=== design 1 ===
[src/rtl/uart_loader.sv]
// Boot-time program loader: receives an 8N1 UART image (16-bit big-endian word count,
// then little-endian 32-bit words) and writes it into instruction memory from address 0.
module uart_loader #(
    parameter int CLK_FREQ = 25_000_000,
    parameter int BAUD     = 115_200,
    parameter int ADDR_W   = 14
) (
    input  logic              clk,
    input  logic              rst,
    input  logic              rx,
    input  logic              start,
    output logic              imem_we,
    output logic [ADDR_W-1:0] imem_addr,
    output logic [31:0]       imem_wdata,
    output logic              cpu_hold,
    output logic              busy,
    output logic              done,
    output logic              err
);
    localparam int CLKS_PER_BIT = CLK_FREQ / BAUD;
    localparam int CNT_W        = $clog2(CLKS_PER_BIT);
    localparam logic [CNT_W-1:0] CNT_FULL = CNT_W'(CLKS_PER_BIT - 1);
    localparam logic [CNT_W-1:0] CNT_HALF = CNT_W'(CLKS_PER_BIT / 2 - 1);
    localparam logic [16:0]      CAPACITY = 17'(2 ** ADDR_W);

    typedef enum logic [1:0] {R_IDLE, R_START, R_DATA, R_STOP} rx_state_t;
    typedef enum logic [2:0] {IDLE, HDR0, HDR1, DATA, DONE, ERR} ld_state_t;

    logic             rx_meta_q, rx_sync_q, rx_prev_q;
    rx_state_t        r_state_q, r_state_d;
    logic [CNT_W-1:0] cnt_q, cnt_d;
    logic [2:0]       bit_idx_q, bit_idx_d;
    logic [7:0]       shift_q, shift_d;
    logic             byte_vld_q, byte_vld_d;
    logic             frame_err_q, frame_err_d;

    ld_state_t         ld_q, ld_d;
    logic [15:0]       count_q, count_d;
    logic [ADDR_W:0]   word_idx_q, word_idx_d;
    logic [1:0]        byte_idx_q, byte_idx_d;
    logic [23:0]       word_q, word_d;
    logic              imem_we_q, imem_we_d;
    logic [ADDR_W-1:0] imem_addr_q, imem_addr_d;
    logic [31:0]       imem_wdata_q, imem_wdata_d;
    logic [15:0]       hdr_count;

    always_ff @(posedge clk or negedge rst) begin
        if (!rst) begin
            rx_meta_q    <= 1'b1;
            rx_sync_q    <= 1'b1;
            rx_prev_q    <= 1'b1;
            r_state_q    <= R_IDLE;
            cnt_q        <= '0;
            bit_idx_q    <= '0;
            shift_q      <= '0;
            byte_vld_q   <= 1'b0;
            frame_err_q  <= 1'b0;
            ld_q         <= IDLE;
            count_q      <= '0;
            word_idx_q   <= '0;
            byte_idx_q   <= '0;
            word_q       <= '0;
            imem_we_q    <= 1'b0;
            imem_addr_q  <= '0;
            imem_wdata_q <= '0;
        end else begin
            rx_meta_q    <= rx;
            rx_sync_q    <= rx_meta_q;
            rx_prev_q    <= rx_sync_q;
            r_state_q    <= r_state_d;
            cnt_q        <= cnt_d;
            bit_idx_q    <= bit_idx_d;
            shift_q      <= shift_d;
            byte_vld_q   <= byte_vld_d;
            frame_err_q  <= frame_err_d;
            ld_q         <= ld_d;
            count_q      <= count_d;
            word_idx_q   <= word_idx_d;
            byte_idx_q   <= byte_idx_d;
            word_q       <= word_d;
            imem_we_q    <= imem_we_d;
            imem_addr_q  <= imem_addr_d;
            imem_wdata_q <= imem_wdata_d;
        end
    end

    // Byte receiver: mid-bit sampling, a start bit that is high again at mid-bit is a glitch.
    always_comb begin
        r_state_d   = r_state_q;
        cnt_d       = cnt_q;
        bit_idx_d   = bit_idx_q;
        shift_d     = shift_q;
        byte_vld_d  = 1'b0;
        frame_err_d = 1'b0;
        case (r_state_q)
            R_IDLE: begin
                cnt_d = '0;
                if (rx_prev_q && !rx_sync_q) r_state_d = R_START;
            end
            R_START: begin
                if (cnt_q == CNT_HALF) begin
                    cnt_d     = '0;
                    bit_idx_d = '0;
                    r_state_d = rx_sync_q ? R_IDLE : R_DATA;
                end else begin
                    cnt_d = cnt_q + 1'b1;
                end
            end
            R_DATA: begin
                if (cnt_q == CNT_FULL) begin
                    cnt_d     = '0;
                    shift_d   = {rx_sync_q, shift_q[7:1]};
                    bit_idx_d = bit_idx_q + 1'b1;
                    if (bit_idx_q == 3'd7) r_state_d = R_STOP;
                end else begin
                    cnt_d = cnt_q + 1'b1;
                end
            end
            R_STOP: begin
                if (cnt_q == CNT_FULL) begin
                    cnt_d       = '0;
                    byte_vld_d  = rx_sync_q;
                    frame_err_d = !rx_sync_q;
                    r_state_d   = R_IDLE;
                end else begin
                    cnt_d = cnt_q + 1'b1;
                end
            end
            default: r_state_d = R_IDLE;
        endcase
    end

    assign hdr_count = {count_q[15:8], shift_q};

    always_comb begin
        ld_d         = ld_q;
        count_d      = count_q;
        word_idx_d   = word_idx_q;
        byte_idx_d   = byte_idx_q;
        word_d       = word_q;
        imem_we_d    = 1'b0;
        imem_addr_d  = imem_addr_q;
        imem_wdata_d = imem_wdata_q;
        case (ld_q)
            IDLE, DONE, ERR: begin
                if (start) begin
                    ld_d       = HDR0;
                    word_idx_d = '0;
                    byte_idx_d = '0;
                end
            end
            HDR0: begin
                if (frame_err_q) begin
                    ld_d = ERR;
                end else if (byte_vld_q) begin
                    count_d[15:8] = shift_q;
                    ld_d          = HDR1;
                end
            end
            HDR1: begin
                if (frame_err_q) begin
                    ld_d = ERR;
                end else if (byte_vld_q) begin
                    count_d = hdr_count;
                    if (hdr_count == 16'd0)                  ld_d = DONE;
                    else if ({1'b0, hdr_count} > CAPACITY)   ld_d = ERR;
                    else                                     ld_d = DATA;
                end
            end
            DATA: begin
                // Completion is checked the cycle after the strobe so done follows the last write.
                if (frame_err_q) begin
                    ld_d = ERR;
                end else if (imem_we_q && (16'(word_idx_q) == count_q)) begin
                    ld_d = DONE;
                end else if (byte_vld_q) begin
                    byte_idx_d = byte_idx_q + 1'b1;
                    case (byte_idx_q)
                        2'd0: word_d[7:0]   = shift_q;
                        2'd1: word_d[15:8]  = shift_q;
                        2'd2: word_d[23:16] = shift_q;
                        default: begin
                            imem_we_d    = 1'b1;
                            imem_addr_d  = word_idx_q[ADDR_W-1:0];
                            imem_wdata_d = {shift_q, word_q};
                            word_idx_d   = word_idx_q + 1'b1;
                        end
                    endcase
                end
            end
            default: ld_d = IDLE;
        endcase
    end

    assign busy       = (ld_q == HDR0) || (ld_q == HDR1) || (ld_q == DATA);
    assign cpu_hold   = busy;
    assign done       = (ld_q == DONE);
    assign err        = (ld_q == ERR);
    assign imem_we    = imem_we_q;
    assign imem_addr  = imem_addr_q;
    assign imem_wdata = imem_wdata_q;
endmodule
[config.mk]
export PLATFORM = sky130hd
export DESIGN_NAME = uart_loader
export DESIGN_NICKNAME = d
export VERILOG_FILES = /design/src/rtl/uart_loader.sv
export SDC_FILE = /design/constraint.sdc
export NUM_CORES = 1
export LEC_CHECK = 0
export CORE_MARGIN = 2
export CORE_UTILIZATION = 50
export DETAILED_ROUTE_END_ITERATION = 10
export PLACE_DENSITY = 0.72
export SYNTH_ARGS = -nofsm -noshare
export SYNTH_HDL_FRONTEND = slang
export SYNTH_SLANG_ARGS = --single-unit
[constraint.sdc]
create_clock -name clk -period 2.6 [get_ports clk]
set_clock_uncertainty 0.05 [all_clocks]
set_input_delay 0.39 -clock clk [delete_from_list [all_inputs] [get_ports clk]]
set_output_delay 0.39 -clock clk [all_outputs]
set_load 0.01 [all_outputs]
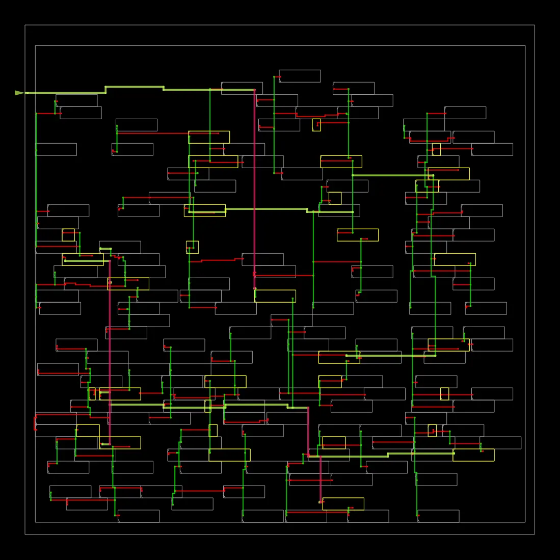
Design 1: clock routing
number of clock-tree buffers in the layout: 23
FF+latch count: 133

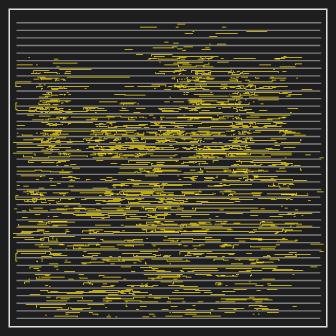
Design 1: met1 routing
Supply wires on this layer in grey.
share of all routed wire: 45%
main direction: horizontal
nets with wire on the layer: 501

==> summary.json <==
{
  "floorplanning": {
    "chipArea_um2": 12900,
    "boundaryPins": 55,
    "core_area_um2": 11600
  },
  "placed_design": {
    "hpwlAfterDp_um": 7910,
    "number_of_buffer_cells_added_on_primary_ports": 54,
    "dpl.cell_count": 661
  },
  "logic_synthesis": {
    "count_of_different_cell_masters_after_synthesis": 52,
    "synth.cells.most_frequent": "sky130_fd_sc_hd__dfrtp_1 (130), sky130_fd_sc_hd__mux2_2 (67), sky130_fd_sc_hd__nor2_1 (31)",
    "yosys_register_bits": 133,
    "yosys_cell_count": 464,
    "yosys.area_share.aoi_pct": 4.50,
    "synth-warning-count": 0
  },
  "worst_setup_path": {
    "endpoint_kind": "register",
    "cell_breakdown_of_the_critical_path": "xnor2_1 -> nand4_1 -> or4_1 -> buf_4 -> nand4_2 -> mux2_2",
    "dominant_delay_contributor_by_cell_family_on_the_critical_path": "simple AND/OR/NAND/NOR gates"
  },
  "cts": {
    "htree_levels": 4,
    "cts_tree": "done",
    "ctsLongestPathBuffers": 2
  },
  "detailed_routing": {
    "drt-wirelength-per-cell_um": 17.2,
    "drc_violation_total_after_the_first_tritonroute_iteration": 230,
    "drc_errors": 0
  },
  "finish": {
    "clockNetworkAreaShare_pct": 7.78,
    "drive_gt1_share_pct": 24.4,
    "logic_area_um2": 2420
  },
  "sta": {
    "grt_setup_unrepaired": "no"
  },
  "power_and_ir_drop": {
    "swShare_pct": 22.2,
    "total_power_w": 0.00463,
    "seq-power_w": 0.00217
  },
  "run_status": {
    "outcome": "complete, no violations"
  },
  "grt": {
    "grt.met3_usage_pct": 4.57
  }
}
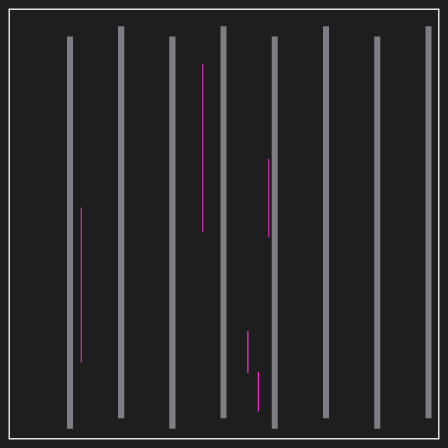
Design 1: M4 wires
Supply wires on this layer in grey.
wire length on this layer: 127 um
longest straight run: 44.2 um
main direction: vertical
share of all routed wire: 1.1%
nets with wire on the layer: 3


=== design 2 ===
--- src/rtl/dct_mac_pipe.sv ---
// Pipelined signed multiply-accumulate for the DCT datapath: TERMS products per result.
// Define DCT_MAC_ROUND_EN to round/saturate the result to RWIDTH bits (FRAC bits dropped).
module dct_mac_pipe #(
  parameter int DWIDTH = 8,
  parameter int CWIDTH = 12,
  parameter int TERMS  = 8,
  parameter int RWIDTH = 11,
  parameter int FRAC   = 10,
  localparam int PWIDTH = DWIDTH + CWIDTH,
  localparam int AWIDTH = PWIDTH + $clog2(TERMS),
  localparam int TCW    = $clog2(TERMS),
`ifdef DCT_MAC_ROUND_EN
  localparam int OW     = RWIDTH
`else
  localparam int OW     = AWIDTH
`endif
) (
  input  logic                     clk,
  input  logic                     rst_n,
  input  logic                     in_valid,
  output logic                     in_ready,
  input  logic signed [DWIDTH-1:0] din,
  input  logic signed [CWIDTH-1:0] coef,
  output logic                     out_valid,
  input  logic                     out_ready,
  output logic signed [OW-1:0]     dout,
  output logic [TCW-1:0]           term_cnt
);

  logic                     en_s;
  logic                     accept_s;
  logic                     load_s;
  logic                     rdy_r;
  logic                     s1_valid_r;
  logic signed [PWIDTH-1:0] mult_res_r;
  logic signed [PWIDTH-1:0] prod_s;
  logic signed [AWIDTH-1:0] acc_r;
  logic signed [AWIDTH-1:0] mult_ext_s;
  logic signed [AWIDTH-1:0] acc_final_s;
  logic signed [OW-1:0]     dout_next_s;

`ifdef DCT_MAC_ROUND_EN
  // Round half toward +inf, then clamp into the signed RWIDTH range.
  function automatic logic signed [OW-1:0] round_sat(input logic signed [AWIDTH-1:0] a);
    logic signed [AWIDTH:0] biased;
    logic signed [AWIDTH:0] shifted;
    logic signed [AWIDTH:0] half;
    logic signed [AWIDTH:0] hi;
    logic signed [AWIDTH:0] lo;
    half             = '0;
    half[FRAC-1]     = 1'b1;
    hi               = '0;
    hi[RWIDTH-2:0]   = '1;
    lo               = ~hi;
    biased           = {a[AWIDTH-1], a} + half;
    shifted          = biased >>> FRAC;
    if (shifted > hi) begin
      round_sat = hi[OW-1:0];
    end else if (shifted < lo) begin
      round_sat = lo[OW-1:0];
    end else begin
      round_sat = shifted[OW-1:0];
    end
  endfunction
`endif

  assign en_s        = ~(out_valid & ~out_ready);
  assign in_ready    = en_s & rdy_r;
  assign accept_s    = in_valid & in_ready;
  assign prod_s      = PWIDTH'(din) * PWIDTH'(coef);
  assign mult_ext_s  = {{(AWIDTH-PWIDTH){mult_res_r[PWIDTH-1]}}, mult_res_r};
  assign acc_final_s = acc_r + mult_ext_s;
  assign load_s      = s1_valid_r & en_s & (term_cnt == TCW'(TERMS-1));

  // Output value selection: full-width sum or rounded/saturated sum.
  always_comb begin
    dout_next_s = '0;
`ifdef DCT_MAC_ROUND_EN
    dout_next_s = round_sat(acc_final_s);
`else
    dout_next_s = acc_final_s;
`endif
  end

  // Input side opens one cycle after reset release.
  always_ff @(posedge clk or negedge rst_n) begin
    if (!rst_n) begin
      rdy_r <= 1'b0;
    end else begin
      rdy_r <= 1'b1;
    end
  end

  // Stage 1: register the full-width product of each accepted beat.
  always_ff @(posedge clk or negedge rst_n) begin
    if (!rst_n) begin
      s1_valid_r <= 1'b0;
      mult_res_r <= '0;
    end else if (en_s) begin
      s1_valid_r <= accept_s;
      if (accept_s) begin
        mult_res_r <= prod_s;
      end else begin
        mult_res_r <= mult_res_r;
      end
    end else begin
      s1_valid_r <= s1_valid_r;
      mult_res_r <= mult_res_r;
    end
  end

  // Stage 2: accumulate; term 0 restarts the sum so groups run back to back.
  always_ff @(posedge clk or negedge rst_n) begin
    if (!rst_n) begin
      acc_r    <= '0;
      term_cnt <= '0;
    end else if (s1_valid_r && en_s) begin
      if (term_cnt == TCW'(0)) begin
        acc_r <= mult_ext_s;
      end else begin
        acc_r <= acc_final_s;
      end
      term_cnt <= term_cnt + TCW'(1);
    end else begin
      acc_r    <= acc_r;
      term_cnt <= term_cnt;
    end
  end

  // Output register: a fresh result wins over a same-edge handshake clear.
  always_ff @(posedge clk or negedge rst_n) begin
    if (!rst_n) begin
      out_valid <= 1'b0;
      dout      <= '0;
    end else if (load_s) begin
      out_valid <= 1'b1;
      dout      <= dout_next_s;
    end else if (out_ready) begin
      out_valid <= 1'b0;
      dout      <= dout;
    end else begin
      out_valid <= out_valid;
      dout      <= dout;
    end
  end

endmodule

--- config.mk ---
export PLATFORM = sky130hd
export DESIGN_NAME = dct_mac_pipe
export DESIGN_NICKNAME = d
export VERILOG_FILES = /design/src/rtl/dct_mac_pipe.sv
export SDC_FILE = /design/constraint.sdc
export NUM_CORES = 1
export LEC_CHECK = 0
export CORE_UTILIZATION = 40
export DETAILED_ROUTE_END_ITERATION = 8
export GPL_ROUTABILITY_DRIVEN = 0
export PLACE_DENSITY_LB_ADDON = 0.1
export SLEW_MARGIN = 10
export SYNTH_ARGS = -nofsm -noshare
export SYNTH_HDL_FRONTEND = slang
export SYNTH_SLANG_ARGS = --single-unit
--- constraint.sdc ---
create_clock -name clk -period 3.6 [get_ports clk]
set_input_delay 0.36 -clock clk [delete_from_list [all_inputs] [get_ports clk]]
set_output_delay 0.36 -clock clk [all_outputs]
set_load 0.02 [all_outputs]
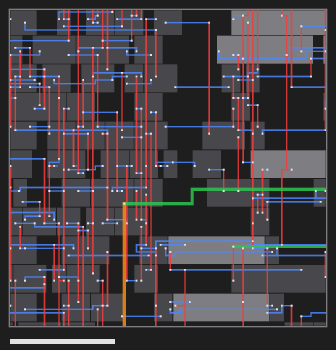
Design 2: zoomed window
The bar under the picture is 10 um long. Window x 54 to 84, y 54 to 84 um. Cells in grey, sequential cells in the stronger grey; small squares are vias.
[metal 2] red
[metal 1] blue
[metal 4] orange
[metal 3] green
netlist names of flops here include: mult_res_r (5)
sequential cells in the window: 5
most frequent: buf_4 (18), nand2_1 (6), dfrtp_1 (5)
cells with their middle in the window: 60

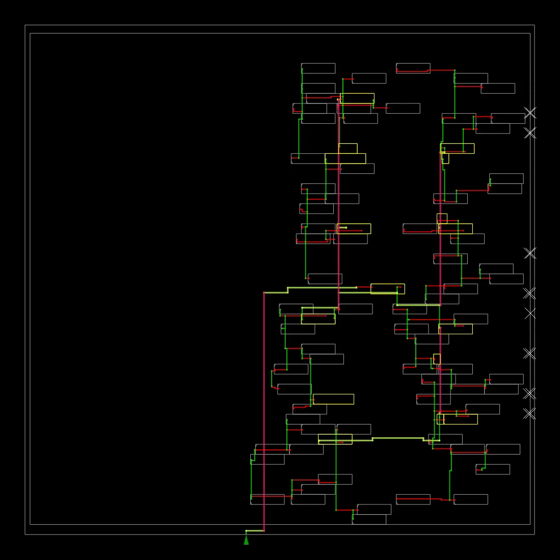
Design 2: clock routing
Max Clock Skew: 0.00785 ns
Clock net power: 0.000961 W

==> summary.json <==
{
  "run_status": {
    "outcome": "finished, violations left",
    "failing_checks": "design-rule violations, negative setup slack"
  },
  "sta": {
    "relSlewSlack_pct": 40.4,
    "pins_over_slew_limit": 0,
    "report.final.setup_viol": 10,
    "finalWorstSetupSlack_ns": -0.679
  },
  "finish": {
    "clockNetworkAreaShare_pct": 3.32,
    "biggestRegsByFlops": "acc_r: 23 flops, dout: 23 flops, mult_res_r: 20 flops",
    "largest_cell_class": "multi-input combinational cells",
    "post-route-cell-area_um2": 9680,
    "non_clock_buffer_count": 147,
    "layout_top_cells": "sky130_fd_sc_hd__inv_1 (108), sky130_fd_sc_hd__nand2_1 (92), sky130_fd_sc_hd__buf_4 (87)",
    "final-instance-count-excl-fill": 1185
  },
  "logic_synthesis": {
    "top_area_share_pct": 24.3,
    "yosys_cell_count": 818,
    "edf_count": 0,
    "synth-simple-area-share_pct": 15.8
  },
  "cts": {
    "clk_root_buffer_cell": "sky130_fd_sc_hd__clkbuf_16",
    "cts_inserted_buffers": 9
  },
  "floorplanning": {
    "fp.dieH_um": 138,
    "initial_core_utilization_pct": 41.1
  },
  "placed_design": {
    "setup_slack_at_placement_ns": -1.63
  },
  "power_and_ir_drop": {
    "total_leakage_power_nw": 4.67
  },
  "worst_setup_path": {
    "rr_worst_depth": 11,
    "crit_buf_inv": 3
  },
  "detailed_routing": {
    "drc_errors": 15
  }
}

=== design 3 ===
Design 3, met1 routing:
Supply wires on this layer in grey.
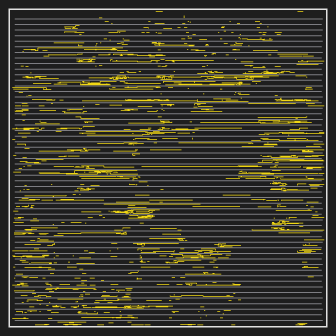
Design 3, signal wires by layer:
Only two layers are drawn.
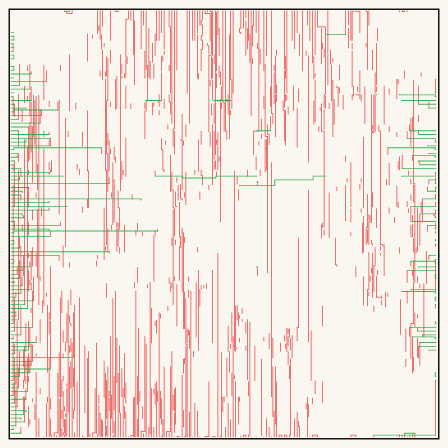
--- src/rtl/mem_stage_ctrl.sv ---
// rtl/mem_stage_ctrl.sv - memory stage controller: dcache handshake, control redirect, writeback latch
// Requests are driven straight from the execute latch, which mem_stall keeps frozen while a miss is pending.
module mem_stage_ctrl (
  input  logic        CLK,
  input  logic        nRST,
  input  logic [31:0] ex_pc_plus_4,
  input  logic [31:0] ex_baddr,
  input  logic [31:0] ex_jaddr,
  input  logic [31:0] ex_portout,
  input  logic [31:0] ex_rdat2,
  input  logic        ex_zero,
  input  logic        ex_Branch,
  input  logic        ex_bne,
  input  logic        ex_Jump,
  input  logic        ex_JAL,
  input  logic        ex_MemtoReg,
  input  logic        ex_regWEN,
  input  logic        ex_halt,
  input  logic        ex_dREN,
  input  logic        ex_dWEN,
  input  logic [4:0]  ex_wsel,
  input  logic        dhit,
  input  logic [31:0] dmemload,
  output logic        dmemREN,
  output logic        dmemWEN,
  output logic [31:0] dmemaddr,
  output logic [31:0] dmemstore,
  output logic        mem_stall,
  output logic        redirect,
  output logic [31:0] redirect_pc,
  output logic        wb_regWEN,
  output logic        wb_halt,
  output logic [4:0]  wb_wsel,
  output logic [31:0] wb_wdat
);

  localparam logic [1:0] IDLE   = 2'd0;
  localparam logic [1:0] ACCESS = 2'd1;
  localparam logic [1:0] HALTED = 2'd2;

  logic [1:0]  r_state;
  logic [1:0]  w_next;
  logic        w_halted;
  logic        w_req;
  logic        w_stall;
  logic        w_taken;
  logic [31:0] w_wdat;
  logic        r_wb_regwen;
  logic        r_wb_halt;
  logic [4:0]  r_wb_wsel;
  logic [31:0] r_wb_wdat;

  assign w_halted = (r_state == HALTED);
  assign w_req    = !w_halted && (ex_dREN || ex_dWEN);
  assign w_stall  = w_req && !dhit;
  assign w_taken  = ex_Branch && (ex_zero ^ ex_bne);

  // A combined read+write request is issued as a write only.
  assign dmemWEN     = w_req && ex_dWEN;
  assign dmemREN     = w_req && ex_dREN && !ex_dWEN;
  assign dmemaddr    = ex_portout;
  assign dmemstore   = ex_rdat2;
  assign mem_stall   = w_stall;
  assign redirect    = (w_taken || ex_Jump) && !w_stall && !w_halted;
  assign redirect_pc = ex_Jump ? ex_jaddr : ex_baddr;

  assign w_wdat = ex_JAL ? ex_pc_plus_4 : (ex_MemtoReg ? dmemload : ex_portout);

  always_comb begin
    w_next = r_state;
    case (r_state)
      IDLE, ACCESS: begin
        if (w_stall)      w_next = ACCESS;
        else if (ex_halt) w_next = HALTED;
        else              w_next = IDLE;
      end
      HALTED:  w_next = HALTED;
      default: w_next = IDLE;
    endcase
  end

  always_ff @(posedge CLK or negedge nRST) begin
    if (!nRST) begin
      r_state     <= IDLE;
      r_wb_regwen <= 1'b0;
      r_wb_halt   <= 1'b0;
      r_wb_wsel   <= 5'd0;
      r_wb_wdat   <= 32'd0;
    end else begin
      r_state <= w_next;
      if (w_halted) begin
        r_wb_regwen <= 1'b0;
        r_wb_halt   <= 1'b1;
      end else if (w_stall) begin
        r_wb_regwen <= 1'b0;
      end else begin
        r_wb_regwen <= ex_regWEN;
        r_wb_halt   <= ex_halt;
        r_wb_wsel   <= ex_JAL ? 5'd31 : ex_wsel;
        r_wb_wdat   <= w_wdat;
      end
    end
  end

  assign wb_regWEN = r_wb_regwen;
  assign wb_halt   = r_wb_halt;
  assign wb_wsel   = r_wb_wsel;
  assign wb_wdat   = r_wb_wdat;

endmodule

--- config.mk ---
export PLATFORM = sky130hd
export DESIGN_NAME = mem_stage_ctrl
export DESIGN_NICKNAME = d
export VERILOG_FILES = /design/src/rtl/mem_stage_ctrl.sv
export SDC_FILE = /design/constraint.sdc
export NUM_CORES = 1
export LEC_CHECK = 0
export CELL_PAD_IN_SITES_DETAIL_PLACEMENT = 0
export CELL_PAD_IN_SITES_GLOBAL_PLACEMENT = 2
export CORE_MARGIN = 2
export CORE_UTILIZATION = 15
export CTS_CLUSTER_SIZE = 25
export DETAILED_ROUTE_END_ITERATION = 7
export GPL_ROUTABILITY_DRIVEN = 0
export PLACE_DENSITY_LB_ADDON = 0.1
export SLEW_MARGIN = 10
export SYNTH_ARGS = -nofsm -noshare
export SYNTH_HDL_FRONTEND = slang
export SYNTH_SLANG_ARGS = --single-unit
--- constraint.sdc ---
create_clock -name CLK -period 1.6 [get_ports CLK]
set_clock_uncertainty 0.15 [all_clocks]
set_input_delay 0.16 -clock CLK [delete_from_list [all_inputs] [get_ports CLK]]
set_output_delay 0.16 -clock CLK [all_outputs]
set_load 0.05 [all_outputs]
==> summary.json <==
{
  "finish": {
    "n_multi_input_combinational_cell": 192,
    "final-instance-count-excl-fill": 827,
    "finish.utilization_pct": 29.7,
    "post-route-cell-area_um2": 6520,
    "combAreaFraction_pct": 25.6,
    "clock_buffer_count": 6
  },
  "detailed_routing": {
    "vias_per_cell": 3.90,
    "dr.max_layer_used": "met4",
    "firstDrtPassIters": 4
  },
  "logic_synthesis": {
    "fa_ha_maj_cells_area_fraction_pct": 0,
    "yosys_register_bits": 41,
    "mux_area_share_pct": 34.2
  },
  "worst_setup_path": {
    "timing.critical_path.from_type": "register",
    "worst_path_largest_cell_delay_ns": 0.39,
    "required_ns": 1.29,
    "crit_slowest_cell": "sky130_fd_sc_hd__dfrtp_1",
    "worst_setup_path_startpoint": "r_state[1]",
    "r2r-start": "r_state[1]"
  },
  "power_and_ir_drop": {
    "power.clock.total_w": 0.000996,
    "vdd_drop_max_mv": 0.412,
    "netSwitchingPower_w": 0.00404
  },
  "min_path": {
    "min_to": "dmemstore[0]"
  },
  "grt": {
    "grt_usage_pct": 11.9,
    "grt-busiest-layer": "met2",
    "met1_track_usage_gr_pct": 11.6,
    "first_pass_grt_wire_length_um": 21300,
    "number_of_antenna_violations_at_the_first_check_in_global_routing": 0
  },
  "run_status": {
    "outcome": "complete, no violations"
  },
  "floorplanning": {
    "floorplan.die.width_um": 154
  },
  "sta": {
    "layout_min_cycle_time_ns": 1.60,
    "finalWorstSetupSlack_ns": 0.00263
  },
  "cts": {
    "ctsLongestPathBuffers": 2
  },
  "placed_design": {
    "setup_slack_at_placement_ns": -0.178
  }
}
About 'met1 routing' of design 3:
main direction: horizontal
longest straight run: 56.1 um
nets with wire on the layer: 608

About 'signal wires by layer' of design 3:
[metal 2] red | wire length: 8170 um
[metal 3] green | wire length: 1140 um


=== design 4 ===
Design 4, met1 routing:
Supply wires on this layer in grey.
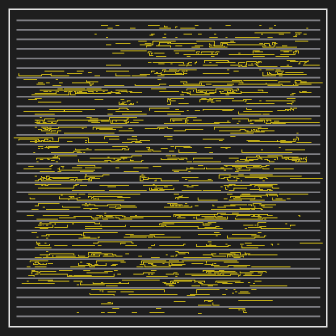
[config.mk]
export PLATFORM = sky130hd
export DESIGN_NAME = sdfa_inf_serializer
export DESIGN_NICKNAME = d
export VERILOG_FILES = /design/src/rtl/sdfa_inf_serializer_pkg.sv /design/src/rtl/sdfa_inf_ser_lane.sv /design/src/rtl/sdfa_inf_serializer.sv
export SDC_FILE = /design/constraint.sdc
export NUM_CORES = 1
export LEC_CHECK = 0
export CAP_MARGIN = 20
export CORE_MARGIN = 1.5
export CORE_UTILIZATION = 46
export DETAILED_ROUTE_END_ITERATION = 10
export HOLD_SLACK_MARGIN = 0.1
export PLACE_DENSITY_LB_ADDON = 0.25
export SLEW_MARGIN = 40
export SYNTH_ARGS = -nofsm -noshare
export SYNTH_HDL_FRONTEND = slang
export SYNTH_SLANG_ARGS = --single-unit
[constraint.sdc]
create_clock -name clk -period 2.4 [get_ports clk]
set_clock_uncertainty 0.15 [all_clocks]
set_input_delay 0.24 -clock clk [delete_from_list [all_inputs] [get_ports clk]]
set_output_delay 0.24 -clock clk [all_outputs]
set_load 0.05 [all_outputs]
[src/rtl/sdfa_inf_serializer_pkg.sv]
// +----------------------------------------------------------------------------+
// | Module   : sdfa_inf_serializer_pkg                                         |
// | Brief    : Shared FSM encoding, default widths and counter-width helper.   |
// | Revision : 1.0                                                             |
// +----------------------------------------------------------------------------+
`default_nettype none

package sdfa_inf_serializer_pkg;

    typedef enum logic [1:0] {
        IDLE   = 2'd0,
        STREAM = 2'd1,
        DONE   = 2'd2
    } state_t;

    // Word widths must match what sdfa_top_controller deserializes.
    localparam int c_master_w     = 29;
    localparam int c_block_w      = 23;
    localparam int c_master_words = 7;
    localparam int c_block_words  = 6;

    function automatic int cnt_width(input int n);
        return (n <= 2) ? 1 : $clog2(n);
    endfunction

endpackage

`default_nettype wire

[src/rtl/sdfa_inf_ser_lane.sv]
// +----------------------------------------------------------------------------+
// | Module   : sdfa_inf_ser_lane                                               |
// | Brief    : One MSB-first serial lane: shifter, bit/word counters, ready.   |
// | Revision : 1.0                                                             |
// +----------------------------------------------------------------------------+
`default_nettype none

module sdfa_inf_ser_lane
    import sdfa_inf_serializer_pkg::*;
#(
    parameter int W     = c_master_w,
    parameter int WORDS = c_master_words
)(
    input  logic         clk,
    input  logic         rst,
    input  logic         i_start,
    input  logic         i_stream,
    input  logic         i_wr_valid,
    input  logic [W-1:0] i_wr_data,
    output logic         o_wr_ready,
    output logic         o_inf_valid,
    output logic         o_ser_bit,
    output logic         o_lane_done
);

    localparam int BIT_CW  = cnt_width(W);
    localparam int WORD_CW = cnt_width(WORDS + 1);

    localparam logic [BIT_CW-1:0]  c_msb_idx = BIT_CW'(W - 1);
    localparam logic [WORD_CW-1:0] c_words   = WORD_CW'(WORDS);

    logic [W-1:0]       r_shift;
    logic [BIT_CW-1:0]  r_bit_idx;
    logic               r_active;
    logic [WORD_CW-1:0] r_word_cnt;

    logic w_last_bit;
    logic w_accept;
    logic w_words_left;

    assign w_last_bit   = r_active && (r_bit_idx == '0);
    assign w_words_left = (r_word_cnt < c_words);
    assign o_wr_ready   = i_stream && w_words_left && (!r_active || w_last_bit);
    assign w_accept     = o_wr_ready && i_wr_valid;

    always_ff @(posedge clk or posedge rst) begin
        if (rst) begin
            r_shift    <= '0;
            r_bit_idx  <= '0;
            r_active   <= 1'b0;
            r_word_cnt <= '0;
        end else if (i_start) begin
            r_shift    <= '0;
            r_bit_idx  <= '0;
            r_active   <= 1'b0;
            r_word_cnt <= '0;
        end else if (w_accept) begin
            r_shift    <= i_wr_data;
            r_bit_idx  <= c_msb_idx;
            r_active   <= 1'b1;
            r_word_cnt <= r_word_cnt + WORD_CW'(1);
        end else if (w_last_bit) begin
            // Clearing the shifter keeps the serial bit at 0 during gaps.
            r_shift    <= '0;
            r_active   <= 1'b0;
        end else if (r_active) begin
            r_shift    <= {r_shift[W-2:0], 1'b0};
            r_bit_idx  <= r_bit_idx - BIT_CW'(1);
        end
    end

    assign o_inf_valid = r_active;
    assign o_ser_bit   = r_shift[W-1];

    // Asserted already during the final bit, so the frame FSM can enter DONE
    // on the very edge that retires it.
    assign o_lane_done = !w_words_left && (!r_active || w_last_bit);

endmodule

`default_nettype wire

[src/rtl/sdfa_inf_serializer.sv]
// +----------------------------------------------------------------------------+
// | Module   : sdfa_inf_serializer                                             |
// | Brief    : Two-lane bit-serial transmitter for the SDFA config channel.    |
// | Revision : 1.0                                                             |
// +----------------------------------------------------------------------------+
`default_nettype none

module sdfa_inf_serializer
    import sdfa_inf_serializer_pkg::*;
#(
    parameter int MASTER_W     = c_master_w,
    parameter int BLOCK_W      = c_block_w,
    parameter int MASTER_WORDS = c_master_words,
    parameter int BLOCK_WORDS  = c_block_words
)(
    input  logic                clk,
    input  logic                rst,
    input  logic                set_up_req,
    input  logic                master_wr_valid,
    input  logic [MASTER_W-1:0] master_wr_data,
    output logic                master_wr_ready,
    input  logic                block_wr_valid,
    input  logic [BLOCK_W-1:0]  block_wr_data,
    output logic                block_wr_ready,
    output logic                master_inf_valid,
    output logic                master_in,
    output logic                block_inf_valid,
    output logic                block_in,
    output logic                busy,
    output logic                frame_done
);

    state_t r_state;
    state_t w_state_nxt;

    logic r_req_q;
    logic r_busy;
    logic r_frame_done;
    logic w_rise;
    logic w_start;
    logic w_stream;
    logic w_master_done;
    logic w_block_done;

    assign w_rise   = set_up_req && !r_req_q;
    assign w_stream = (r_state == STREAM);

    always_comb begin
        w_state_nxt = r_state;
        w_start     = 1'b0;
        case (r_state)
            IDLE: begin
                if (w_rise) begin
                    w_state_nxt = STREAM;
                    w_start     = 1'b1;
                end
            end
            STREAM: begin
                if (w_master_done && w_block_done) begin
                    w_state_nxt = DONE;
                end
            end
            DONE:    w_state_nxt = IDLE;
            default: w_state_nxt = IDLE;
        endcase
    end

    // busy/frame_done are registered off the next state so they line up with r_state.
    always_ff @(posedge clk or posedge rst) begin
        if (rst) begin
            r_state      <= IDLE;
            r_req_q      <= 1'b0;
            r_busy       <= 1'b0;
            r_frame_done <= 1'b0;
        end else begin
            r_state      <= w_state_nxt;
            r_req_q      <= set_up_req;
            r_busy       <= (w_state_nxt != IDLE);
            r_frame_done <= (w_state_nxt == DONE);
        end
    end

    assign busy       = r_busy;
    assign frame_done = r_frame_done;

    sdfa_inf_ser_lane #(
        .W     (MASTER_W),
        .WORDS (MASTER_WORDS)
    ) u_master_lane (
        .clk         (clk),
        .rst         (rst),
        .i_start     (w_start),
        .i_stream    (w_stream),
        .i_wr_valid  (master_wr_valid),
        .i_wr_data   (master_wr_data),
        .o_wr_ready  (master_wr_ready),
        .o_inf_valid (master_inf_valid),
        .o_ser_bit   (master_in),
        .o_lane_done (w_master_done)
    );

    sdfa_inf_ser_lane #(
        .W     (BLOCK_W),
        .WORDS (BLOCK_WORDS)
    ) u_block_lane (
        .clk         (clk),
        .rst         (rst),
        .i_start     (w_start),
        .i_stream    (w_stream),
        .i_wr_valid  (block_wr_valid),
        .i_wr_data   (block_wr_data),
        .o_wr_ready  (block_wr_ready),
        .o_inf_valid (block_inf_valid),
        .o_ser_bit   (block_in),
        .o_lane_done (w_block_done)
    );

endmodule

`default_nettype wire

==> summary.json <==
{
  "power_and_ir_drop": {
    "netSwitchingPower_w": 0.00170,
    "seq-power_w": 0.00209,
    "total_leakage_power_nw": 2.14,
    "power_combinational_w": 0.00174,
    "portion_of_total_power_attributed_to_combinational_logic_pct": 35.8,
    "power_per_cell_area_nw_per_um2": 1040
  },
  "cts": {
    "clock.latency.late_pin_ns": 0.34,
    "cts.hold.buffers_added": 0,
    "cts_tree": "done",
    "worst_setup_hold_path_clk_slew_ns": 0.08,
    "cts_inserted_buffers": 9
  },
  "placed_design": {
    "dpl.cell_count": 504
  },
  "detailed_routing": {
    "finalWirelength_um": 7600,
    "firstDrtPassIters": 4,
    "vias_per_cell": 5.43,
    "m1_wl_um": 3350
  },
  "finish": {
    "non_clock_buffer_count": 85,
    "inverters": 8,
    "ff_latch_count": 75,
    "final-instance-count-excl-fill": 527,
    "clockNetworkAreaShare_pct": 4.56,
    "filler_cell_count": 642,
    "final-nonclk-buf-share_pct": 19.3
  },
  "logic_synthesis": {
    "synth_top_cell_by_area": "sky130_fd_sc_hd__dfrtp_1",
    "synth.area.top_cells": "sky130_fd_sc_hd__dfrtp_1 (54%), sky130_fd_sc_hd__a22oi_1 (9.7%), sky130_fd_sc_hd__nand2_1 (6.4%), sky130_fd_sc_hd__a21oi_1 (4.3%), sky130_fd_sc_hd__nor2_1 (3.6%)",
    "synth-simple-area-share_pct": 16.4,
    "count_of_different_cell_masters_after_synthesis": 36,
    "synth-main-ff-cell": "sky130_fd_sc_hd__dfrtp_1",
    "yosys_register_bits": 75,
    "synth.most_common_cell": "sky130_fd_sc_hd__dfrtp_1",
    "yosys_cell_count": 350
  },
  "grt": {
    "grt.met3_usage_pct": 5.16,
    "met1_track_usage_gr_pct": 24.7
  },
  "run_status": {
    "outcome": "complete, no violations"
  },
  "worst_setup_path": {
    "timing.critical_path.fanout_max": 8,
    "critical_path_depth": 9,
    "worst-setup-path-type": "register to register",
    "dominant_delay_contributor_by_cell_family_on_the_critical_path": "buffers and inverters",
    "worst_path_largest_cell_delay_ns": 0.47
  },
  "flow_run": {
    "stage_log_warnings": 30
  },
  "min_path": {
    "min-delay-path-class": "input pin to asynchronous set/reset pin"
  },
  "floorplanning": {
    "boundaryPins": 65
  }
}
Notes on 'met1 routing' of design 4 above:
longest straight run: 20.7 um
share of all routed wire: 44%
wire length on this layer: 3350 um
nets with wire on the layer: 423


=== design 5 ===
Design 5, signal wires by layer:
Only two layers are drawn.
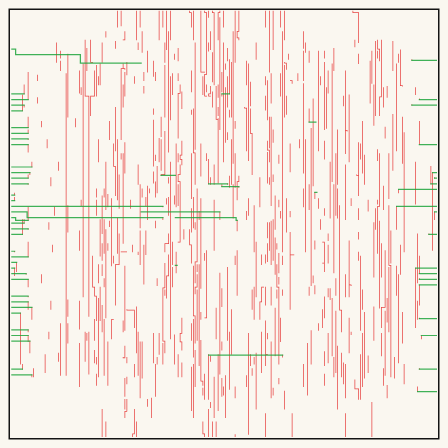
Design 5, nets reached from selected ports:
The bar under the picture is 20 um long.
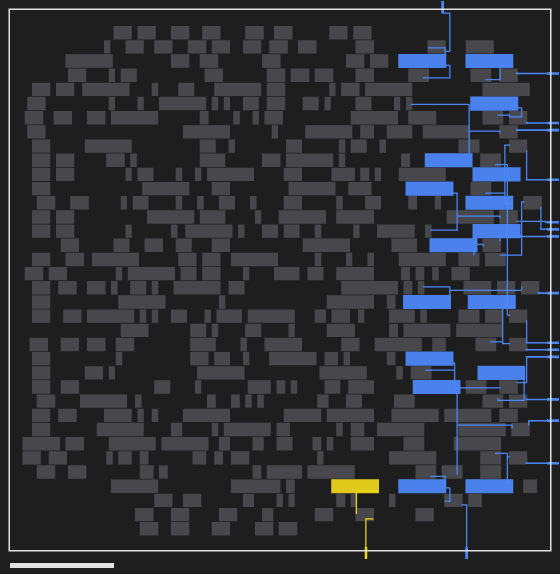
--- src/rtl/csa_nibble_sequencer.sv ---
// Two-requester 16-bit adder that reuses a single 4-bit carry-select slice over four cycles.
// Round-robin grant in IDLE, nibble-serial add in ADD, one-cycle completion pulse in DONE.
module csa_nibble_sequencer (
    input  logic        clk,
    input  logic        reset_n,
    input  logic [1:0]  req,
    input  logic [15:0] a0,
    input  logic [15:0] b0,
    input  logic [15:0] a1,
    input  logic [15:0] b1,
    input  logic [1:0]  cin,
    output logic [1:0]  gnt,
    output logic        busy,
    output logic        done,
    output logic        done_id,
    output logic [15:0] sum,
    output logic        cout
);

    typedef enum logic [1:0] {IDLE, ADD, DONE} state_t;

    state_t      state_reg;
    logic [15:0] op_a_reg;
    logic [15:0] op_b_reg;
    logic [11:0] part_reg;
    logic [1:0]  cnt_reg;
    logic        carry_reg;
    logic        last_reg;
    logic        busy_reg;
    logic        done_reg;
    logic        done_id_reg;
    logic [15:0] sum_reg;
    logic        cout_reg;

    logic [1:0]  gnt_next;
    logic [3:0]  nib_a;
    logic [3:0]  nib_b;
    logic [3:0]  s0;
    logic [3:0]  s1;
    logic [4:0]  c0;
    logic [4:0]  c1;
    logic [3:0]  slice_sum;
    logic        slice_cout;

    // On a tie, serve whoever was not served last; a lone request always wins.
    always_comb begin
        gnt_next = 2'b00;
        if (reset_n && state_reg == IDLE) begin
            if (req == 2'b11)
                gnt_next = last_reg ? 2'b01 : 2'b10;
            else
                gnt_next = req;
        end
    end

    // Operands are shifted right each ADD cycle, so the active nibble is always [3:0].
    assign nib_a = op_a_reg[3:0];
    assign nib_b = op_b_reg[3:0];
    assign c0[0] = 1'b0;
    assign c1[0] = 1'b1;

    generate
        for (genvar gi = 0; gi < 4; gi++) begin : g_slice
            assign s0[gi]    = nib_a[gi] ^ nib_b[gi] ^ c0[gi];
            assign c0[gi+1]  = (nib_a[gi] & nib_b[gi]) | (c0[gi] & (nib_a[gi] ^ nib_b[gi]));
            assign s1[gi]    = nib_a[gi] ^ nib_b[gi] ^ c1[gi];
            assign c1[gi+1]  = (nib_a[gi] & nib_b[gi]) | (c1[gi] & (nib_a[gi] ^ nib_b[gi]));
        end
    endgenerate

    assign slice_sum  = carry_reg ? s1 : s0;
    assign slice_cout = carry_reg ? c1[4] : c0[4];

    always_ff @(posedge clk or negedge reset_n) begin
        if (!reset_n) begin
            state_reg   <= IDLE;
            op_a_reg    <= 16'h0000;
            op_b_reg    <= 16'h0000;
            part_reg    <= 12'h000;
            cnt_reg     <= 2'd0;
            carry_reg   <= 1'b0;
            last_reg    <= 1'b1;
            busy_reg    <= 1'b0;
            done_reg    <= 1'b0;
            done_id_reg <= 1'b0;
            sum_reg     <= 16'h0000;
            cout_reg    <= 1'b0;
        end else begin
            done_reg <= 1'b0;
            case (state_reg)
                IDLE: begin
                    if (gnt_next != 2'b00) begin
                        state_reg <= ADD;
                        busy_reg  <= 1'b1;
                        cnt_reg   <= 2'd0;
                        if (gnt_next[1]) begin
                            op_a_reg  <= a1;
                            op_b_reg  <= b1;
                            carry_reg <= cin[1];
                            last_reg  <= 1'b1;
                        end else begin
                            op_a_reg  <= a0;
                            op_b_reg  <= b0;
                            carry_reg <= cin[0];
                            last_reg  <= 1'b0;
                        end
                    end
                end
                ADD: begin
                    op_a_reg  <= {4'h0, op_a_reg[15:4]};
                    op_b_reg  <= {4'h0, op_b_reg[15:4]};
                    carry_reg <= slice_cout;
                    cnt_reg   <= cnt_reg + 2'd1;
                    // Lower nibbles accumulate privately; sum only changes on completion.
                    if (cnt_reg == 2'd3) begin
                        state_reg   <= DONE;
                        done_reg    <= 1'b1;
                        sum_reg     <= {slice_sum, part_reg};
                        cout_reg    <= slice_cout;
                        done_id_reg <= last_reg;
                    end else begin
                        part_reg <= {slice_sum, part_reg[11:4]};
                    end
                end
                DONE: begin
                    state_reg <= IDLE;
                    busy_reg  <= 1'b0;
                end
                default: begin
                    state_reg <= IDLE;
                end
            endcase
        end
    end

    assign gnt     = gnt_next;
    assign busy    = busy_reg;
    assign done    = done_reg;
    assign done_id = done_id_reg;
    assign sum     = sum_reg;
    assign cout    = cout_reg;

endmodule

--- config.mk ---
export PLATFORM = sky130hd
export DESIGN_NAME = csa_nibble_sequencer
export DESIGN_NICKNAME = d
export VERILOG_FILES = /design/src/rtl/csa_nibble_sequencer.sv
export SDC_FILE = /design/constraint.sdc
export NUM_CORES = 1
export LEC_CHECK = 0
export CAP_MARGIN = 0
export CELL_PAD_IN_SITES_DETAIL_PLACEMENT = 1
export CELL_PAD_IN_SITES_GLOBAL_PLACEMENT = 2
export CORE_MARGIN = 1.5
export CORE_UTILIZATION = 33
export CTS_BUF_LIST = sky130_fd_sc_hd__clkbuf_4 sky130_fd_sc_hd__clkbuf_8 sky130_fd_sc_hd__clkbuf_16
export DETAILED_ROUTE_END_ITERATION = 8
export MAX_ROUTING_LAYER = met4
export PLACE_DENSITY_LB_ADDON = 0.1
export SETUP_SLACK_MARGIN = 0.05
export SYNTH_ARGS = -nofsm -noshare
export SYNTH_HDL_FRONTEND = slang
export SYNTH_SLANG_ARGS = --single-unit
--- constraint.sdc ---
create_clock -name clk -period 3.2 [get_ports clk]
set_input_delay 0.48 -clock clk [delete_from_list [all_inputs] [get_ports clk]]
set_output_delay 0.48 -clock clk [all_outputs]
set_load 0.05 [all_outputs]
==> summary.json <==
{
  "finish": {
    "seq_area_um2": 1750,
    "inverters": 31,
    "drive_gt1_share_pct": 14.1,
    "ff_latch_count": 70,
    "antenna_diodes": 0,
    "non_clock_buffer_count": 96,
    "logic_area_um2": 1370,
    "layout_top_cells": "sky130_fd_sc_hd__clkdlybuf4s50_1 (88), sky130_fd_sc_hd__dfrtp_1 (69), sky130_fd_sc_hd__nand2_1 (43)"
  },
  "logic_synthesis": {
    "synth.net_count": 364,
    "synth.cells.most_frequent": "sky130_fd_sc_hd__dfrtp_1 (69), sky130_fd_sc_hd__nand2_1 (43), sky130_fd_sc_hd__mux2i_1 (38)",
    "mux_area_share_pct": 19.1
  },
  "worst_setup_path": {
    "timing.critical_path.fanout_max": 9,
    "worst_setup_path_startpoint": "state_reg[0]",
    "worst_setup_path_endpoint": "gnt[0]",
    "capturing_point_of_the_worst_reg2reg_path": "part_reg[11]"
  },
  "sta": {
    "grt_setup_unrepaired": "no",
    "layout_min_cycle_time_ns": 2.35,
    "worst-slew-pin-transition_ns": 0.905,
    "final_min_period_over_clock_period_pct": 73.5,
    "final_setup_tns_ns": 0
  },
  "power_and_ir_drop": {
    "power_per_cell_area_nw_per_um2": 917,
    "power_combinational_w": 0.00198
  },
  "detailed_routing": {
    "detailroute.via_count": 2459,
    "vias_per_cell": 4.77,
    "drt-wirelength-per-cell_um": 15.6
  },
  "cts": {
    "clock-sinks": 70,
    "cts_setup_buffers": 0,
    "cts_inserted_buffers": 9
  },
  "run_status": {
    "outcome": "complete, no violations"
  },
  "grt": {
    "met1_track_usage_gr_pct": 19.0,
    "grt_pass1_vias": 2500,
    "maximum_number_of_pins_on_one_net_before_global_route_repair": 72
  }
}
About 'signal wires by layer' of design 5:
[metal 2] red | wire length: 4060 um
[metal 3] green | wire length: 364 um

About 'nets reached from selected ports' of design 5:
[sum] blue | bits: 16 | direction: output | end cells: 16 | buffers: 16 | wire: 364 um
[done_id] yellow | bits: 1 | direction: output | end cells: 1 | buffers: 1 | wire: 15.6 um


=== design 6 ===
Design 6, met1 routing:
Supply wires on this layer in grey.
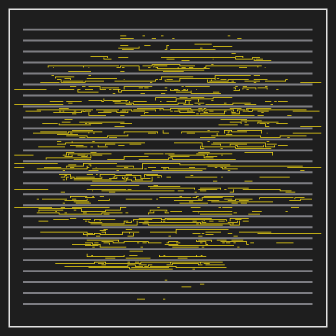
Design 6, signal wires by layer:
Only two layers are drawn.
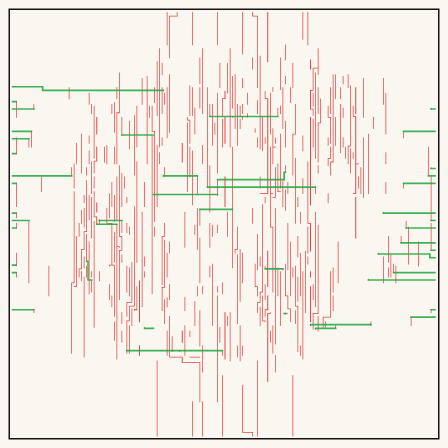
Design 6, zoomed window:
The bar under the picture is 10 um long. Window x 24 to 54, y 24 to 54 um. Cells in grey, sequential cells in the stronger grey; small squares are vias.
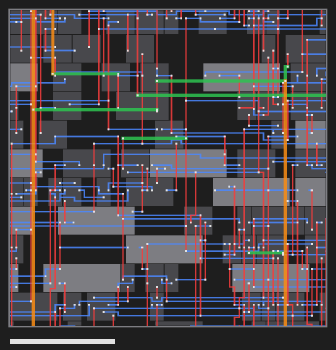
$ cat src/rtl/proc_err_pkg.sv
// Shared definitions for the processor error monitor: fault codes, opcode
// field position and the default legal-opcode mask.
package proc_err_pkg;

  typedef enum logic [1:0] {
    ERR_NONE     = 2'd0,
    ERR_ILL_OPC  = 2'd1,
    ERR_MISALIGN = 2'd2,
    ERR_WDOG     = 2'd3
  } err_code_t;

  localparam int unsigned OPC_MSB = 15;
  localparam int unsigned OPC_LSB = 11;
  localparam int unsigned OPC_W   = OPC_MSB - OPC_LSB + 1;

  // Opcodes 2 and 3 are reserved encodings.
  localparam logic [31:0] DEF_LEGAL_OPC_MASK = 32'hFFFF_FFF3;

endpackage

$ cat src/rtl/proc_err_wdog.sv
// Retire watchdog: counts consecutive idle cycles and flags when the count
// reaches the last allowed value. The caller stops enabling it once the
// fault has been taken, so it never wraps.
module proc_err_wdog #(
  parameter int unsigned CYCLES = 1024
) (
  input  logic clk,
  input  logic clear,
  input  logic enable,
  output logic expire
);

  localparam int unsigned CNT_W = $clog2(CYCLES) + 1;
  localparam logic [CNT_W-1:0] TC = CNT_W'(CYCLES - 1);

  logic [CNT_W-1:0] cnt;

  // Idle-cycle counter, cleared by reset or any retire.
  always_ff @(posedge clk) begin
    if (clear) begin
      cnt <= '0;
    end else if (enable) begin
      cnt <= cnt + CNT_W'(1);
    end
  end

  assign expire = (cnt == TC);

endmodule

$ cat src/rtl/proc_err_mon.sv
// Processor error monitor. Watches the retire stream and data-memory
// requests and latches the first fault (illegal opcode, misaligned word
// access, retire watchdog) as a sticky error with a code and a PC.
// Build option: define PROC_ERR_MON_WDOG_EN to include the retire watchdog
// (fault code 3); without it WDOG_CYCLES has no effect.
//
// state   | meaning
// --------+-------------------------------------------------------
// RUN     | monitoring; events are detected, watchdog counting
// ERR     | fault latched; outputs frozen until rst
// HALTED  | HALT retired cleanly; nothing detected until rst
module proc_err_mon
  import proc_err_pkg::*;
#(
  parameter logic [31:0] LEGAL_OPC_MASK = DEF_LEGAL_OPC_MASK,
  parameter int unsigned WDOG_CYCLES    = 1024
) (
  input  logic        clk,
  input  logic        rst,
  input  logic        ret_valid,
  input  logic [15:0] ret_instr,
  input  logic [15:0] ret_pc,
  input  logic        ret_halt,
  input  logic        mem_en,
  input  logic [15:0] mem_addr,
  output logic        err,
  output logic [1:0]  err_code,
  output logic [15:0] err_pc
);

  typedef enum logic [1:0] {
    ST_RUN    = 2'd0,
    ST_ERR    = 2'd1,
    ST_HALTED = 2'd2
  } state_t;

  state_t      state;
  logic [15:0] last_pc;

  logic [OPC_W-1:0] opc;
  logic             ill_evt;
  logic             mis_evt;
  logic             wdog_evt;
  logic             run;

  // Only the opcode field and the byte-select bit matter here.
  logic unused_bits;
  assign unused_bits = ^{ret_instr[OPC_LSB-1:0], mem_addr[15:1]};

  assign run     = (state == ST_RUN);
  assign opc     = ret_instr[OPC_MSB:OPC_LSB];
  assign ill_evt = ret_valid && !LEGAL_OPC_MASK[opc];
  assign mis_evt = mem_en && mem_addr[0];

  // A watchdog shorter than two cycles cannot distinguish a retire from idle.
  if (WDOG_CYCLES < 2) begin : g_bad_wdog
    $error("proc_err_mon: WDOG_CYCLES must be at least 2");
  end

`ifdef PROC_ERR_MON_WDOG_EN
  logic wdog_expire;

  proc_err_wdog #(
    .CYCLES (WDOG_CYCLES)
  ) u_wdog (
    .clk    (clk),
    .clear  (rst || (run && ret_valid)),
    .enable (run && !ret_valid),
    .expire (wdog_expire)
  );

  assign wdog_evt = run && wdog_expire && !ret_valid;
`else
  assign wdog_evt = 1'b0;
`endif

  // Monitor FSM with registered, sticky fault outputs.
  always_ff @(posedge clk) begin
    if (rst) begin
      state    <= ST_RUN;
      err      <= 1'b0;
      err_code <= ERR_NONE;
      err_pc   <= '0;
      last_pc  <= '0;
    end else begin
      case (state)
        ST_RUN: begin
          if (ret_valid) begin
            last_pc <= ret_pc;
          end
          if (ill_evt) begin
            state    <= ST_ERR;
            err      <= 1'b1;
            err_code <= ERR_ILL_OPC;
            err_pc   <= ret_pc;
          end else if (mis_evt) begin
            state    <= ST_ERR;
            err      <= 1'b1;
            err_code <= ERR_MISALIGN;
            err_pc   <= last_pc;
          end else if (wdog_evt) begin
            state    <= ST_ERR;
            err      <= 1'b1;
            err_code <= ERR_WDOG;
            err_pc   <= last_pc;
          end else if (ret_valid && ret_halt) begin
            state <= ST_HALTED;
          end
        end
        ST_ERR:    state <= ST_ERR;
        ST_HALTED: state <= ST_HALTED;
        default:   state <= ST_RUN;
      endcase
    end
  end

endmodule

$ cat config.mk
export PLATFORM = sky130hd
export DESIGN_NAME = proc_err_mon
export DESIGN_NICKNAME = d
export VERILOG_FILES = /design/src/rtl/proc_err_pkg.sv /design/src/rtl/proc_err_wdog.sv /design/src/rtl/proc_err_mon.sv
export SDC_FILE = /design/constraint.sdc
export NUM_CORES = 1
export LEC_CHECK = 0
export CAP_MARGIN = 20
export CORE_MARGIN = 3
export CORE_UTILIZATION = 35
export DETAILED_ROUTE_END_ITERATION = 12
export PLACE_DENSITY = 0.69
export REMOVE_ABC_BUFFERS = 1
export SKIP_LAST_GASP = 1
export SLEW_MARGIN = 20
export SYNTH_ARGS = -nofsm -noshare
export SYNTH_HDL_FRONTEND = slang
export SYNTH_SLANG_ARGS = --single-unit
$ cat constraint.sdc
create_clock -name clk -period 2.2 [get_ports clk]
set_input_delay 0.55 -clock clk [delete_from_list [all_inputs] [get_ports clk]]
set_output_delay 0.55 -clock clk [all_outputs]
set_load 0.01 [all_outputs]
==> summary.json <==
{
  "finish": {
    "layout_top_cells": "sky130_fd_sc_hd__clkdlybuf4s50_1 (44), sky130_fd_sc_hd__dfxtp_1 (37), sky130_fd_sc_hd__a211oi_1 (34)",
    "inverters": 1,
    "largest_cell_class": "multi-input combinational cells",
    "final-nonclk-buf-share_pct": 23.5,
    "filler_cell_count": 501,
    "non_clock_buffer_count": 59
  },
  "power_and_ir_drop": {
    "intPower_w": 0.00118,
    "power-top-group": "sequential cells",
    "share_seq_of_total_power_pct": 45.7
  },
  "sta": {
    "hold_violations": 0
  },
  "worst_setup_path": {
    "reg2reg_slack_ns": 0.41,
    "critical_path_depth": 4,
    "worst_setup_path_startpoint": "ret_valid",
    "timing.critical_path.from_type": "input pin"
  },
  "run_status": {
    "outcome": "complete, no violations"
  },
  "detailed_routing": {
    "dr.max_layer_used": "met4",
    "routed_wire_length_on_met3_um": 258
  },
  "placed_design": {
    "dpl.cell_count": 297
  },
  "grt": {
    "met2_usage_pct": 24.3,
    "grt-busiest-layer": "met2"
  },
  "floorplanning": {
    "boundaryPins": 72
  },
  "cts": {
    "cts_tree": "done",
    "cts_inserted_buffers": 5
  },
  "logic_synthesis": {
    "yosys.stat.chipArea_um2": 1830
  },
  "min_path": {
    "min_to": "last_pc[9]"
  }
}
Notes on 'met1 routing' of design 6 above:
wire length on this layer: 2270 um
nets with wire on the layer: 232

Notes on 'signal wires by layer' of design 6 above:
[metal 2] red | wire length: 2140 um
[metal 3] green | wire length: 258 um

Notes on 'zoomed window' of design 6 above:
[metal 3] green
[metal 4] orange
[metal 2] red
[metal 1] blue
netlist names of flops here include: last_pc (6), err_pc (1)
most frequent: nand2_1 (14), buf_4 (10), a211oi_1 (9)
cells with their middle in the window: 60
sequential cells in the window: 7



==> gallery <==
Signal wires by layer.
Only two layers are drawn.
Plate I
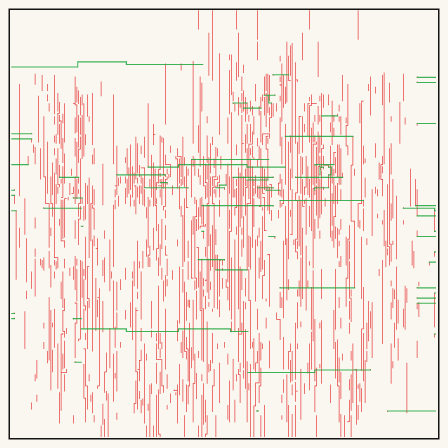
Plate II
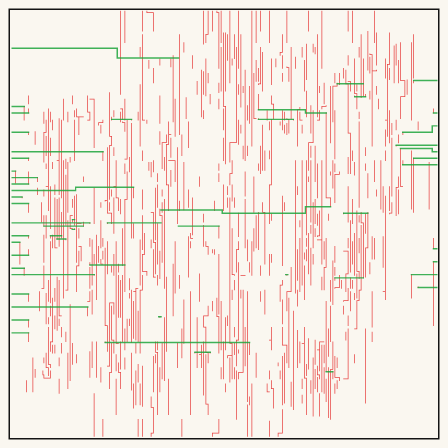
Plate III
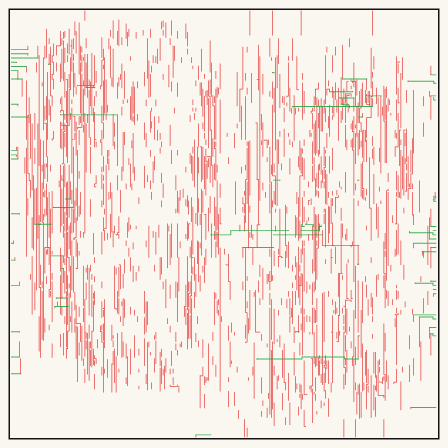
The one with the most wire is Plate III.
The one with the least wire is Plate II.
design 4: Plate II
design 1: Plate I
design 2: Plate III

Power is estimated from default activity; no workload was simulated.
